=== memory_stage ===
Figure 1. Routed clock nets over the placement (memory_stage).
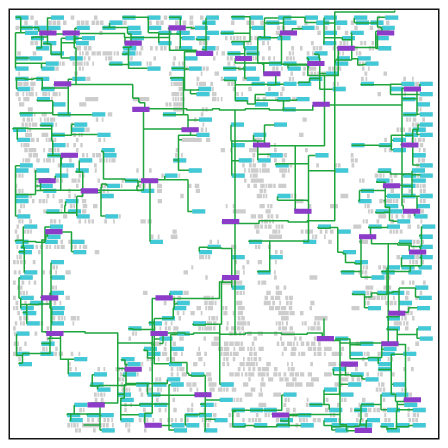

[src/rtl/custom_types_pkg.sv]
// Shared pipeline types: EX/MEM and MEM/WB latch layouts, MEM FSM states and
// the encodings of the jump-select and memory-to-register fields.
package custom_types_pkg;

  localparam logic [1:0] JSEL_SEQ = 2'b00;
  localparam logic [1:0] JSEL_J   = 2'b01;
  localparam logic [1:0] JSEL_JR  = 2'b10;

  localparam logic [1:0] MTR_ALU = 2'd0;
  localparam logic [1:0] MTR_MEM = 2'd1;
  localparam logic [1:0] MTR_NPC = 2'd2;
  localparam logic [1:0] MTR_IMM = 2'd3;

  typedef enum logic [1:0] {IDLE, WAIT, HALTED} mem_state_t;

  typedef struct packed {
    logic [4:0]  Rw;
    logic        RegWEN;
    logic [1:0]  MemtoReg;
    logic        halt;
    logic [31:0] NPC;
    logic [31:0] port_o;
    logic [31:0] port_a;
    logic [31:0] port_b;
    logic [31:0] Imm_Ext;
    logic [31:0] JumpAddr;
    logic [1:0]  JumpSel;
    logic        BEQ;
    logic        BNE;
    logic        zero;
    logic        dREN;
    logic        dWEN;
  } execute_t;

  typedef struct packed {
    logic [4:0]  Rw;
    logic        RegWEN;
    logic [1:0]  MemtoReg;
    logic        halt;
    logic [31:0] NPC;
    logic [31:0] port_o;
    logic [31:0] Imm_Ext;
    logic [31:0] dmemload;
  } memory_t;

endpackage

[src/rtl/branch_resolve.sv]
// Decides whether the instruction in the EX/MEM latch changes control flow
// and where to. Validity and halt gating are applied by the caller.
import custom_types_pkg::*;

module branch_resolve (
  input  execute_t    ex,
  output logic        redirect,
  output logic [31:0] target
);

  logic unusedFields;
  assign unusedFields = &{1'b0, ex.Rw, ex.RegWEN, ex.MemtoReg, ex.halt,
                          ex.port_o, ex.port_b, ex.dREN, ex.dWEN};

  always_comb begin
    redirect = 1'b0;
    // Word-offset branch relative to NPC; wraps modulo 2^32.
    target   = ex.NPC + {ex.Imm_Ext[29:0], 2'b00};
    case (ex.JumpSel)
      JSEL_J: begin
        redirect = 1'b1;
        target   = ex.JumpAddr;
      end
      JSEL_JR: begin
        redirect = 1'b1;
        target   = ex.port_a;
      end
      JSEL_SEQ: redirect = (ex.BEQ & ex.zero) | (ex.BNE & ~ex.zero);
      default:  redirect = 1'b0;
    endcase
  end

endmodule

[src/rtl/memory_stage.sv]
// MEM pipeline stage: EX/MEM latch, data-memory request with stall until
// dhit, branch/jump redirect with flush, and the registered MEM/WB latch.
import custom_types_pkg::*;

module memory_stage #(
  parameter int STALL_CNT_W = 16
) (
  input  logic                   CLK,
  input  logic                   RST,
  input  execute_t               ex_in,
  input  logic                   ex_valid,
  input  logic                   dhit,
  input  logic [31:0]            dmemload,
  output logic                   dmemREN,
  output logic                   dmemWEN,
  output logic [31:0]            dmemaddr,
  output logic [31:0]            dmemstore,
  output logic                   mem_stall,
  output logic                   pc_redirect,
  output logic [31:0]            pc_target,
  output logic                   flush,
  output memory_t                mem_out,
  output logic                   mem_valid,
  output logic                   halted,
  output logic [STALL_CNT_W-1:0] stall_cycles,
  output mem_state_t             memState
);

  execute_t    exm;
  logic        exmV;
  mem_state_t  state, stateNext;
  logic        isHalted, acc, wbHalt;
  logic        brRedirect, redirect;
  logic [31:0] brTarget;

  branch_resolve uBranch (
    .ex       (exm),
    .redirect (brRedirect),
    .target   (brTarget)
  );

  // Request handshake: dmemREN/dmemWEN act as valid, dhit as ready. The
  // request is driven from the frozen EX/MEM latch, so it stays stable until
  // the cycle dhit is seen; that cycle completes the transfer.
  assign isHalted  = (state == HALTED);
  assign acc       = exmV & (exm.dREN | exm.dWEN) & ~isHalted;
  assign dmemREN   = acc & exm.dREN;
  assign dmemWEN   = acc & exm.dWEN & ~exm.dREN;
  assign dmemaddr  = exm.port_o;
  assign dmemstore = exm.port_b;
  assign mem_stall = (acc & ~dhit) | isHalted;

  assign redirect    = exmV & ~isHalted & brRedirect;
  assign pc_redirect = redirect;
  assign flush       = redirect;
  assign pc_target   = redirect ? brTarget : 32'h0;

  assign wbHalt   = ~mem_stall & exmV & exm.halt;
  assign halted   = isHalted;
  assign memState = state;

  always_comb begin
    stateNext = state;
    if (!isHalted && wbHalt) begin
      stateNext = HALTED;
    end else begin
      case (state)
        IDLE:    if (acc && !dhit) stateNext = WAIT;
        WAIT:    if (dhit) stateNext = IDLE;
        HALTED:  stateNext = HALTED;
        default: stateNext = IDLE;
      endcase
    end
  end

  always_ff @(posedge CLK) begin
    if (RST) begin
      state        <= IDLE;
      exm          <= '0;
      exmV         <= 1'b0;
      mem_out      <= '0;
      mem_valid    <= 1'b0;
      stall_cycles <= '0;
    end else begin
      state <= stateNext;

      if (!mem_stall) begin
        if (flush) begin
          exm  <= '0;
          exmV <= 1'b0;
        end else begin
          exm  <= ex_in;
          exmV <= ex_valid;
        end
      end

      if (mem_stall) begin
        mem_out   <= '0;
        mem_valid <= 1'b0;
      end else begin
        mem_out.Rw       <= exm.Rw;
        mem_out.RegWEN   <= exm.RegWEN & exmV;
        mem_out.MemtoReg <= exm.MemtoReg;
        mem_out.halt     <= exm.halt & exmV;
        mem_out.NPC      <= exm.NPC;
        mem_out.port_o   <= exm.port_o;
        mem_out.Imm_Ext  <= exm.Imm_Ext;
        mem_out.dmemload <= (acc && dhit) ? dmemload : 32'h0;
        mem_valid        <= exmV;
      end

      if (mem_stall && (stall_cycles != {STALL_CNT_W{1'b1}})) begin
        stall_cycles <= stall_cycles + 1'b1;
      end
    end
  end

endmodule

[config.mk]
export PLATFORM = sky130hd
export DESIGN_NAME = memory_stage
export DESIGN_NICKNAME = d
export VERILOG_FILES = /design/src/rtl/custom_types_pkg.sv /design/src/rtl/branch_resolve.sv /design/src/rtl/memory_stage.sv
export SDC_FILE = /design/constraint.sdc
export NUM_CORES = 1
export LEC_CHECK = 0
export CAP_MARGIN = 10
export CORE_UTILIZATION = 29
export CTS_CLUSTER_SIZE = 10
export DETAILED_ROUTE_END_ITERATION = 10
export DONT_BUFFER_PORTS = 1
export PLACE_DENSITY = 0.45
export SYNTH_ARGS = -nofsm -noshare
export SYNTH_HDL_FRONTEND = slang
export SYNTH_SLANG_ARGS = --single-unit
[constraint.sdc]
create_clock -name CLK -period 4.9 [get_ports CLK]
set_input_delay 0.98 -clock CLK [delete_from_list [all_inputs] [get_ports CLK]]
set_output_delay 0.98 -clock CLK [all_outputs]
set_load 0.005 [all_outputs]
=== input_event_aligner ===
===== config.mk =====
export PLATFORM = sky130hd
export DESIGN_NAME = input_event_aligner
export DESIGN_NICKNAME = d
export VERILOG_FILES = /design/src/rtl/input_event_aligner.sv
export SDC_FILE = /design/constraint.sdc
export NUM_CORES = 1
export LEC_CHECK = 0
export ABC_AREA = 0
export CAP_MARGIN = 10
export CORE_MARGIN = 2
export CORE_UTILIZATION = 50
export DETAILED_ROUTE_END_ITERATION = 10
export PLACE_DENSITY = 0.76
export SLEW_MARGIN = 10
export SYNTH_ARGS = -nofsm -noshare
export SYNTH_HDL_FRONTEND = slang
export SYNTH_SLANG_ARGS = --single-unit

===== constraint.sdc =====
create_clock -name clk -period 7.1 [get_ports clk]
set_input_delay 2.13 -clock clk [delete_from_list [all_inputs] [get_ports clk]]
set_output_delay 2.13 -clock clk [all_outputs]
set_load 0.02 [all_outputs]

===== src/rtl/input_event_aligner.sv =====
// input_event_aligner
// Buffers input-stream events arriving on any cycle and hands them to the
// RTLola monitor one per HLC period, so that new_input is high exactly in
// the cycle where the monitor's llc_stage is 0.
module input_event_aligner #(
  parameter int DATA_WIDTH = 64,
  parameter int DEPTH      = 4,
  parameter int NUM_STAGES = 4
) (
  input  logic                                clk,
  input  logic                                rst,
  input  logic                                en,
  input  logic signed [DATA_WIDTH-1:0]        in_data,
  input  logic                                in_valid,
  output logic                                in_ready,
  input  logic signed [63:0]                  llc_stage,
  output logic signed [DATA_WIDTH-1:0]        input_a,
  output logic                                new_input,
  output logic        [$clog2(DEPTH+1)-1:0]   count,
  output logic                                overflow
);

  localparam int PTR_W = $clog2(DEPTH);
  localparam int CNT_W = $clog2(DEPTH + 1);

  localparam logic        [CNT_W-1:0] FULL_COUNT    = CNT_W'(DEPTH);
  localparam logic signed [63:0]      RELEASE_STAGE = 64'(NUM_STAGES - 1);

  logic signed [DATA_WIDTH-1:0] r_mem [DEPTH];
  logic        [PTR_W-1:0]      r_wrPtr;
  logic        [PTR_W-1:0]      r_rdPtr;
  logic        [CNT_W-1:0]      r_count;
  logic                         r_overflow;
  logic signed [DATA_WIDTH-1:0] r_inputA;
  logic                         r_newInput;

  logic w_notFull;
  logic w_push;
  logic w_drop;
  logic w_pop;

  // Acceptance looks only at registered occupancy, so a full FIFO refuses
  // an event even in the cycle it releases one.
  assign w_notFull = (r_count != FULL_COUNT);
  assign w_push    = in_valid && w_notFull;
  assign w_drop    = in_valid && !w_notFull;

  // Release on the last LLC stage so the registered strobe lands on stage 0;
  // stage values outside the legal range simply never match.
  assign w_pop = en && (r_count != '0) && (llc_stage == RELEASE_STAGE);

  // Storage array; contents need no reset because occupancy gates every read.
  always_ff @(posedge clk) begin
    if (w_push) begin
      r_mem[r_wrPtr] <= in_data;
    end
  end

  // Read/write pointers wrap naturally because DEPTH is a power of two.
  always_ff @(posedge clk) begin
    if (rst) begin
      r_wrPtr <= '0;
      r_rdPtr <= '0;
    end else begin
      if (w_push) begin
        r_wrPtr <= r_wrPtr + PTR_W'(1);
      end
      if (w_pop) begin
        r_rdPtr <= r_rdPtr + PTR_W'(1);
      end
    end
  end

  // Occupancy counter; a simultaneous push and pop leaves it unchanged.
  always_ff @(posedge clk) begin
    if (rst) begin
      r_count <= '0;
    end else begin
      unique case ({w_push, w_pop})
        2'b10:   r_count <= r_count + CNT_W'(1);
        2'b01:   r_count <= r_count - CNT_W'(1);
        default: r_count <= r_count;
      endcase
    end
  end

  // Sticky overflow flag, cleared only by reset.
  always_ff @(posedge clk) begin
    if (rst) begin
      r_overflow <= 1'b0;
    end else if (w_drop) begin
      r_overflow <= 1'b1;
    end
  end

  // Output stage: the head is captured on release, otherwise the value holds
  // and the strobe drops; the head read never sees this edge's push.
  always_ff @(posedge clk) begin
    if (rst) begin
      r_inputA   <= '0;
      r_newInput <= 1'b0;
    end else if (w_pop) begin
      r_inputA   <= r_mem[r_rdPtr];
      r_newInput <= 1'b1;
    end else begin
      r_newInput <= 1'b0;
    end
  end

  assign in_ready  = w_notFull;
  assign input_a   = r_inputA;
  assign new_input = r_newInput;
  assign count     = r_count;
  assign overflow  = r_overflow;

endmodule


Figure 2. Signal wires by layer (memory_stage).
Scale bar: 50 um.
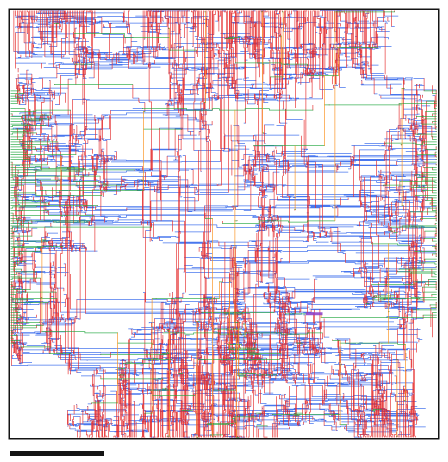
colour	layer	wire length
blue	metal 1	22.1 mm
orange	metal 4	1,310 um
red	metal 2	22.1 mm
purple	metal 5	7.40 um
green	metal 3	3,500 um
GRT Util Overall: 18.10%
wire per inst: 21.44 um
DR vias: 11,570

Figure 3. I/O nets highlighted (memory_stage).
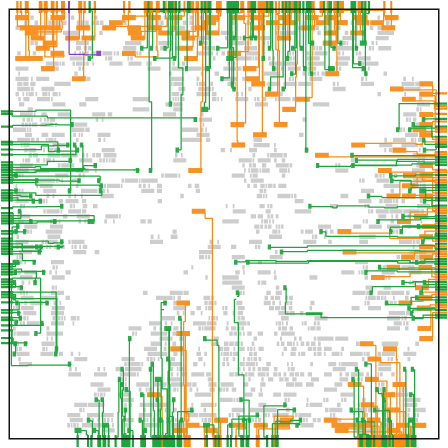
colour	port	bits	direction	edge	end cells	buffers	wire
purple	`dmemWEN`	1	output	north	1	0	38.4 um
green	`ex_in`	208	input	62 south, 57 west, 47 north, 42 east	208	0	6,180 um
orange	`mem_out`	137	output	69 north, 37 east, 31 south	137	0	2,990 um
io pins: 502
Port Buffer Count: 0

About Figure 1:
[cyan] flip-flops | count: 365
[purple] clock drivers | count: 45
[green] clock wires | length: 5,390 um
routed clock nets	46

==> run_results.csv, memory_stage <==
group,metric,value,unit
cells_and_area,largest_register,"exm",
cells_and_area,buf_share,0.8918,%
critical_path,slowest_delay,0.39,ns
power,peakVddDrop,0.0002513,V
critical_path,startpoint_type,"flop",
logic_synthesis,ys_top_cells_by_area,"dfxtp_1, a21oi_1, nand3_1",
cells_and_area,layout_top_cells,"dfxtp_1, nand2_1, a21oi_1, nand3_1, and2_1",
logic_synthesis,yosysTopAreaCell,"dfxtp_1",
detailed_routing,antenna_left,0,
job,warning_count,35,
critical_path,critPathCaptureType,"output port",
cells_and_area,seq_area_share,44.90,%
status,status,"complete, no violations",
detailed_routing,dr.pass1.iters,5,
global_routing,overflow,0,
cts,insertion_delay,0.58,ns
place,dpl_worst_slack,1.238,ns
Figure 4. I/O nets highlighted (input_event_aligner).
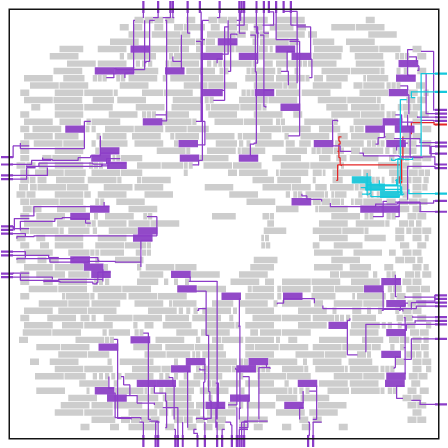
colour	port	bits	direction	edge	end cells	buffers	wire
purple	`input_a`	64	output	20 east, 17 south, 16 north, 11 west	64	64	2,490 um
red	`in_ready`	1	output	east	1	1	75.6 um
cyan	`count`	3	output	east	3	3	199 um

==> run_results.csv, input_event_aligner <==
group,metric,value,unit
detailed_routing,dr.pass1.iters,5,
final_timing,holdWs,0.4699,ns
critical_path,worstRegToRegCells,10,
cells_and_area,drive_gt1_share,13.71,%
cts,cts_buffer_depth,3,
cells_and_area,num-nonclk-buffers,206,
logic_synthesis,async_reset_ff_share,0,%
place,dp.cells,1182,
status,status,"complete, no violations",
power,finalPower,0.004072,W
worst_hold_path,whs_path_depth,2,
die,row_count,57,
logic_synthesis,fa_ha_area_share,0.6774,%
cells_and_area,clkCellAreaFrac,6.855,%
final_timing,setup_viol,0,
cts,clk_pin_slew,0.06,ns
cells_and_area,dominant_cells,"flip-flops and latches",
logic_synthesis,aoi_share,5.614,%
worst_hold_path,holdPathEnd,"input_a[59]",
global_routing,grt_use_met1,26.16,%
critical_path,cp-endpoint,"count[2]",
cells_and_area,logic_gate_count,317,
cells_and_area,seq_area,9156,sq um
global_routing,overflow,0,
critical_path,reg2reg_slack,3.99,ns
cells_and_area,layout_top_cells,"edfxtp_1, clkdlybuf4s50_1, dfxtp_1, a21oi_1, nand3_1",
logic_synthesis,yosysWarnings,0,
logic_synthesis,ys_ff,329,
die,die-area,25650,sq um

=== rv_regfile_sb ===
[src/rtl/rv_configs.sv]
// Shared configuration for the register file with scoreboard: default data width
// and the init/run FSM state encoding.
package rv_configs;

    localparam int RV_XLEN_DEFAULT = 32;

    typedef enum logic {
        RF_ST_INIT = 1'b0,
        RF_ST_RUN  = 1'b1
    } rf_state_e;

endpackage

[src/rtl/rv_regfile_sb_rdport.sv]
// One read port: array mux, writeback bypass compare and busy select.
// Bypass logic exists only when RV_REGFILE_BYPASS_EN is defined.
module rv_regfile_sb_rdport #(
    parameter int XLEN = 32,
    parameter int NREG = 32,
    parameter int AW   = 5
) (
    input  logic [AW-1:0]        i_ra,
    input  logic [NREG*XLEN-1:0] i_regs,
    input  logic [NREG-1:0]      i_busy,
    input  logic                 i_run,
    input  logic                 i_we,
    input  logic [AW-1:0]        i_wa,
    input  logic [XLEN-1:0]      i_wd,
    input  logic                 i_iss_hit,
    output logic [XLEN-1:0]      o_rd,
    output logic                 o_busy
);

    logic [XLEN-1:0] arr_data;

    assign arr_data = i_regs[int'(i_ra)*XLEN +: XLEN];

    // x0 and the whole init sweep are masked to zero / not busy.
    always_comb begin
        o_rd   = '0;
        o_busy = 1'b0;
        if (i_run && (i_ra != '0)) begin
            o_rd   = arr_data;
            o_busy = i_busy[i_ra];
`ifdef RV_REGFILE_BYPASS_EN
            if (i_we && (i_wa == i_ra)) begin
                o_rd   = i_wd;
                o_busy = i_iss_hit;
            end
`endif
        end
    end

`ifndef RV_REGFILE_BYPASS_EN
    logic unused_bypass_inputs;
    assign unused_bypass_inputs = ^{i_we, i_wa, i_wd, i_iss_hit};
`endif

endmodule

[src/rtl/rv_regfile_sb.sv]
// Register file with per-register pending (scoreboard) bits and a zeroing init sweep.
// Define RV_REGFILE_BYPASS_EN to forward same-cycle writeback data to the read ports.
module rv_regfile_sb
    import rv_configs::*;
#(
    parameter int XLEN = RV_XLEN_DEFAULT,
    parameter int NREG = 32,
    parameter int NRP  = 2
) (
    input  logic                        i_rf_clk,
    input  logic                        i_rf_rstn,
    input  logic [NRP*$clog2(NREG)-1:0] i_rf_ra,
    output logic [NRP*XLEN-1:0]         o_rf_rd,
    output logic [NRP-1:0]              o_rf_rbusy,
    input  logic                        i_rf_we,
    input  logic [$clog2(NREG)-1:0]     i_rf_wa,
    input  logic [XLEN-1:0]             i_rf_wd,
    input  logic                        i_rf_iss_v,
    input  logic [$clog2(NREG)-1:0]     i_rf_iss_a,
    input  logic                        i_rf_flush,
    output logic                        o_rf_ready
);

    localparam int AW = $clog2(NREG);

    rf_state_e       state_q, state_d;
    logic [AW-1:0]   cnt_q, cnt_d;
    logic            ready_q, ready_d;
    logic [NREG-1:0] busy_q, busy_d;
    logic [XLEN-1:0] regs_q [NREG];

    logic                 run;
    logic                 sweep_we;
    logic                 wb_en;
    logic                 iss_hit;
    logic [NREG*XLEN-1:0] regs_flat;

    assign run   = (state_q == RF_ST_RUN);
    assign wb_en = run && i_rf_we && (i_rf_wa != '0);
    // Issue to the register being written back keeps it pending unless a flush kills the issue.
    assign iss_hit = i_rf_iss_v && !i_rf_flush && (i_rf_iss_a == i_rf_wa);

    always_comb begin
        state_d  = state_q;
        cnt_d    = cnt_q;
        ready_d  = ready_q;
        sweep_we = 1'b0;
        case (state_q)
            RF_ST_INIT: begin
                sweep_we = 1'b1;
                cnt_d    = cnt_q + 1'b1;
                if (cnt_q == AW'(NREG - 1)) begin
                    state_d = RF_ST_RUN;
                    ready_d = 1'b1;
                end
            end
            RF_ST_RUN: begin
                ready_d = 1'b1;
            end
            default: begin
                state_d = RF_ST_INIT;
                ready_d = 1'b0;
            end
        endcase
    end

    // Clear from writeback first, then set from issue, so a same-cycle issue wins.
    always_comb begin
        busy_d = busy_q;
        if (run) begin
            if (wb_en) begin
                busy_d[i_rf_wa] = 1'b0;
            end
            if (i_rf_flush) begin
                busy_d = '0;
            end else if (i_rf_iss_v && (i_rf_iss_a != '0)) begin
                busy_d[i_rf_iss_a] = 1'b1;
            end
        end
    end

    always_ff @(posedge i_rf_clk or negedge i_rf_rstn) begin
        if (!i_rf_rstn) begin
            state_q <= RF_ST_INIT;
            cnt_q   <= AW'(1);
            ready_q <= 1'b0;
            busy_q  <= '0;
        end else begin
            state_q <= state_d;
            cnt_q   <= cnt_d;
            ready_q <= ready_d;
            busy_q  <= busy_d;
        end
    end

    // Data array carries no reset; the sweep defines its contents before RUN.
    always_ff @(posedge i_rf_clk) begin
        if (sweep_we) begin
            regs_q[cnt_q] <= '0;
        end else if (wb_en) begin
            regs_q[i_rf_wa] <= i_rf_wd;
        end
    end

    assign o_rf_ready = ready_q;

    for (genvar r = 0; r < NREG; r++) begin : g_flat
        assign regs_flat[r*XLEN +: XLEN] = regs_q[r];
    end

    for (genvar p = 0; p < NRP; p++) begin : g_rdport
        rv_regfile_sb_rdport #(
            .XLEN(XLEN),
            .NREG(NREG),
            .AW  (AW)
        ) u_rdport (
            .i_ra     (i_rf_ra[p*AW +: AW]),
            .i_regs   (regs_flat),
            .i_busy   (busy_q),
            .i_run    (run),
            .i_we     (i_rf_we),
            .i_wa     (i_rf_wa),
            .i_wd     (i_rf_wd),
            .i_iss_hit(iss_hit),
            .o_rd     (o_rf_rd[p*XLEN +: XLEN]),
            .o_busy   (o_rf_rbusy[p])
        );
    end

endmodule

[config.mk]
export PLATFORM = sky130hd
export DESIGN_NAME = rv_regfile_sb
export DESIGN_NICKNAME = d
export VERILOG_FILES = /design/src/rtl/rv_configs.sv /design/src/rtl/rv_regfile_sb_rdport.sv /design/src/rtl/rv_regfile_sb.sv
export SDC_FILE = /design/constraint.sdc
export NUM_CORES = 1
export LEC_CHECK = 0
export CAP_MARGIN = 20
export CORE_ASPECT_RATIO = 1.4
export CORE_MARGIN = 2
export CORE_UTILIZATION = 60
export DETAILED_ROUTE_END_ITERATION = 7
export PLACE_DENSITY = 0.88
export SYNTH_ARGS = -nofsm -noshare
export SYNTH_HDL_FRONTEND = slang
export SYNTH_SLANG_ARGS = --single-unit
[constraint.sdc]
create_clock -name i_rf_clk -period 6.2 [get_ports i_rf_clk]
set_clock_uncertainty 0.15 [all_clocks]
set_input_delay 0.93 -clock i_rf_clk [delete_from_list [all_inputs] [get_ports i_rf_clk]]
set_output_delay 0.93 -clock i_rf_clk [all_outputs]
set_load 0.02 [all_outputs]
Figure 5. Signal wires by layer (rv_regfile_sb).
Scale bar: 50 um.
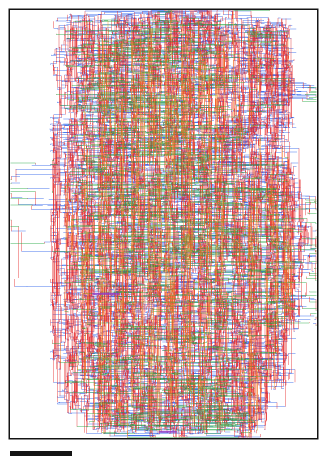
colour	layer	wire length
blue	metal 1	46.9 mm
green	metal 3	22.9 mm
orange	metal 4	15,200 um
red	metal 2	73.9 mm
purple	metal 5	33.1 um
DR vias: 32,670
GRT Util Overall: 36.69%
wire per inst: 38.88 um
drt total wl: 158,900 um

Figure 6. I/O pins on the die edge (rv_regfile_sb).
Pins as bars across the die edge, other pins in grey.
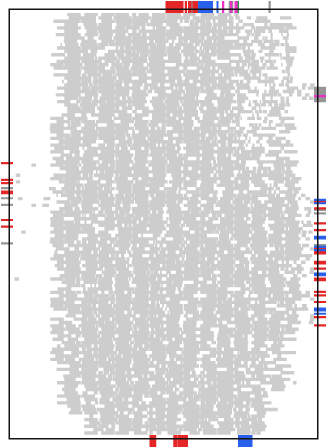
colour	port	pins	direction	edge
magenta	`i_rf_wa`	5	input	4 north, 1 east
red	`o_rf_rd`	64	output	21 north, 19 south, 17 east, 7 west
green	`o_rf_ready`	1	output	north
cyan	`o_rf_rbusy`	2	output	north
blue	`i_rf_wd`	32	input	12 north, 11 east, 9 south
all pins by edge	45 north, 40 east, 28 south, 11 west

==> run_results.csv <==
group,metric,value,unit
place,dpl-instance-area,53390,sq um
cells_and_area,fin_cells,4088,
power,p_int,0.01161,W
logic_synthesis,mux_share,25.88,%
die,core_area,84030,sq um
cells_and_area,num-nonclk-buffers,229,
cells_and_area,layout_top_cell,"edfxtp_1",
cells_and_area,comb-cell-share,31.69,%
place,gp_congestion,0.8992,
die,die-area,86790,sq um
cts,insertion_delay,0.69,ns
critical_path,regToRegStartpoint,"run",
place,detailedPlacementHpwl,89840,um
logic_synthesis,synth_simple_gate_area_share,3.117,%
logic_synthesis,yosysWarnings,0,
status,status,"complete, no violations",
global_routing,top_usage_layer,"met2",
logic_synthesis,ys_top_cells_by_count,"edfxtp_1, mux4_2, mux2i_1, clkbuf_1, buf_2",
cts,cts_root_buf,"clkbuf_16",
critical_path,startpoint_type,"input port",
cts,post_cts_resized,0,
critical_path,cp_cell_sequence,"clkbuf_8 -> buf_4 -> mux4_2 -> a2bb2oi_1 -> nand3_1 -> a211oi_1 -> clkdlybuf4s50_1",
Figure 7. I/O nets highlighted (rv_regfile_sb).
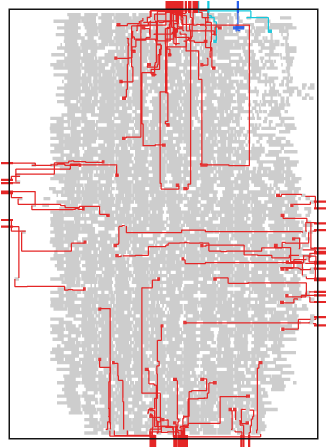
colour	port	bits	direction	edge	end cells	buffers	wire
red	`o_rf_rd`	64	output	21 north, 19 south, 17 east, 7 west	64	66	5,270 um
cyan	`o_rf_rbusy`	2	output	north	2	2	113 um
blue	`o_rf_ready`	1	output	north	1	1	30.3 um



## Gallery

Placed standard cells.
panel A
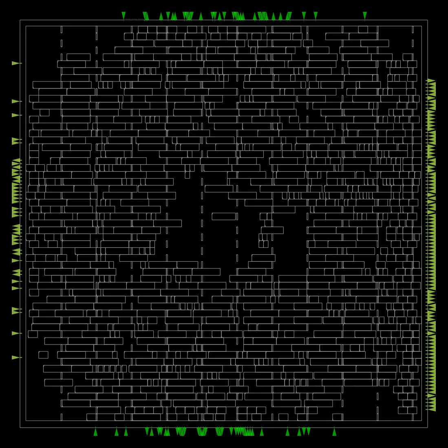
panel B
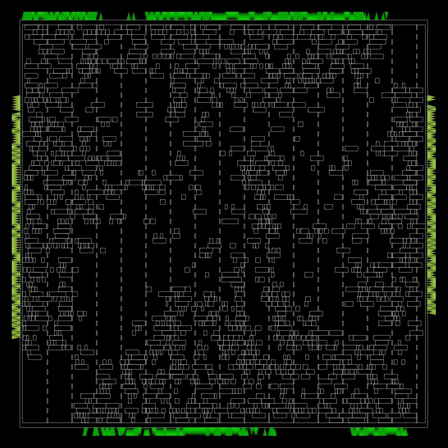
panel C
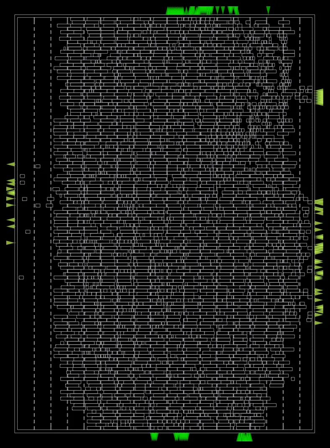
- most sequential cells: panel C
- lowest utilization: panel B
| picture | from |
|---|---|
| panel A | input_event_aligner |
| panel B | memory_stage |
| panel C | rv_regfile_sb |

Power figures rest on the tool's default switching activity, not on a simulated workload.
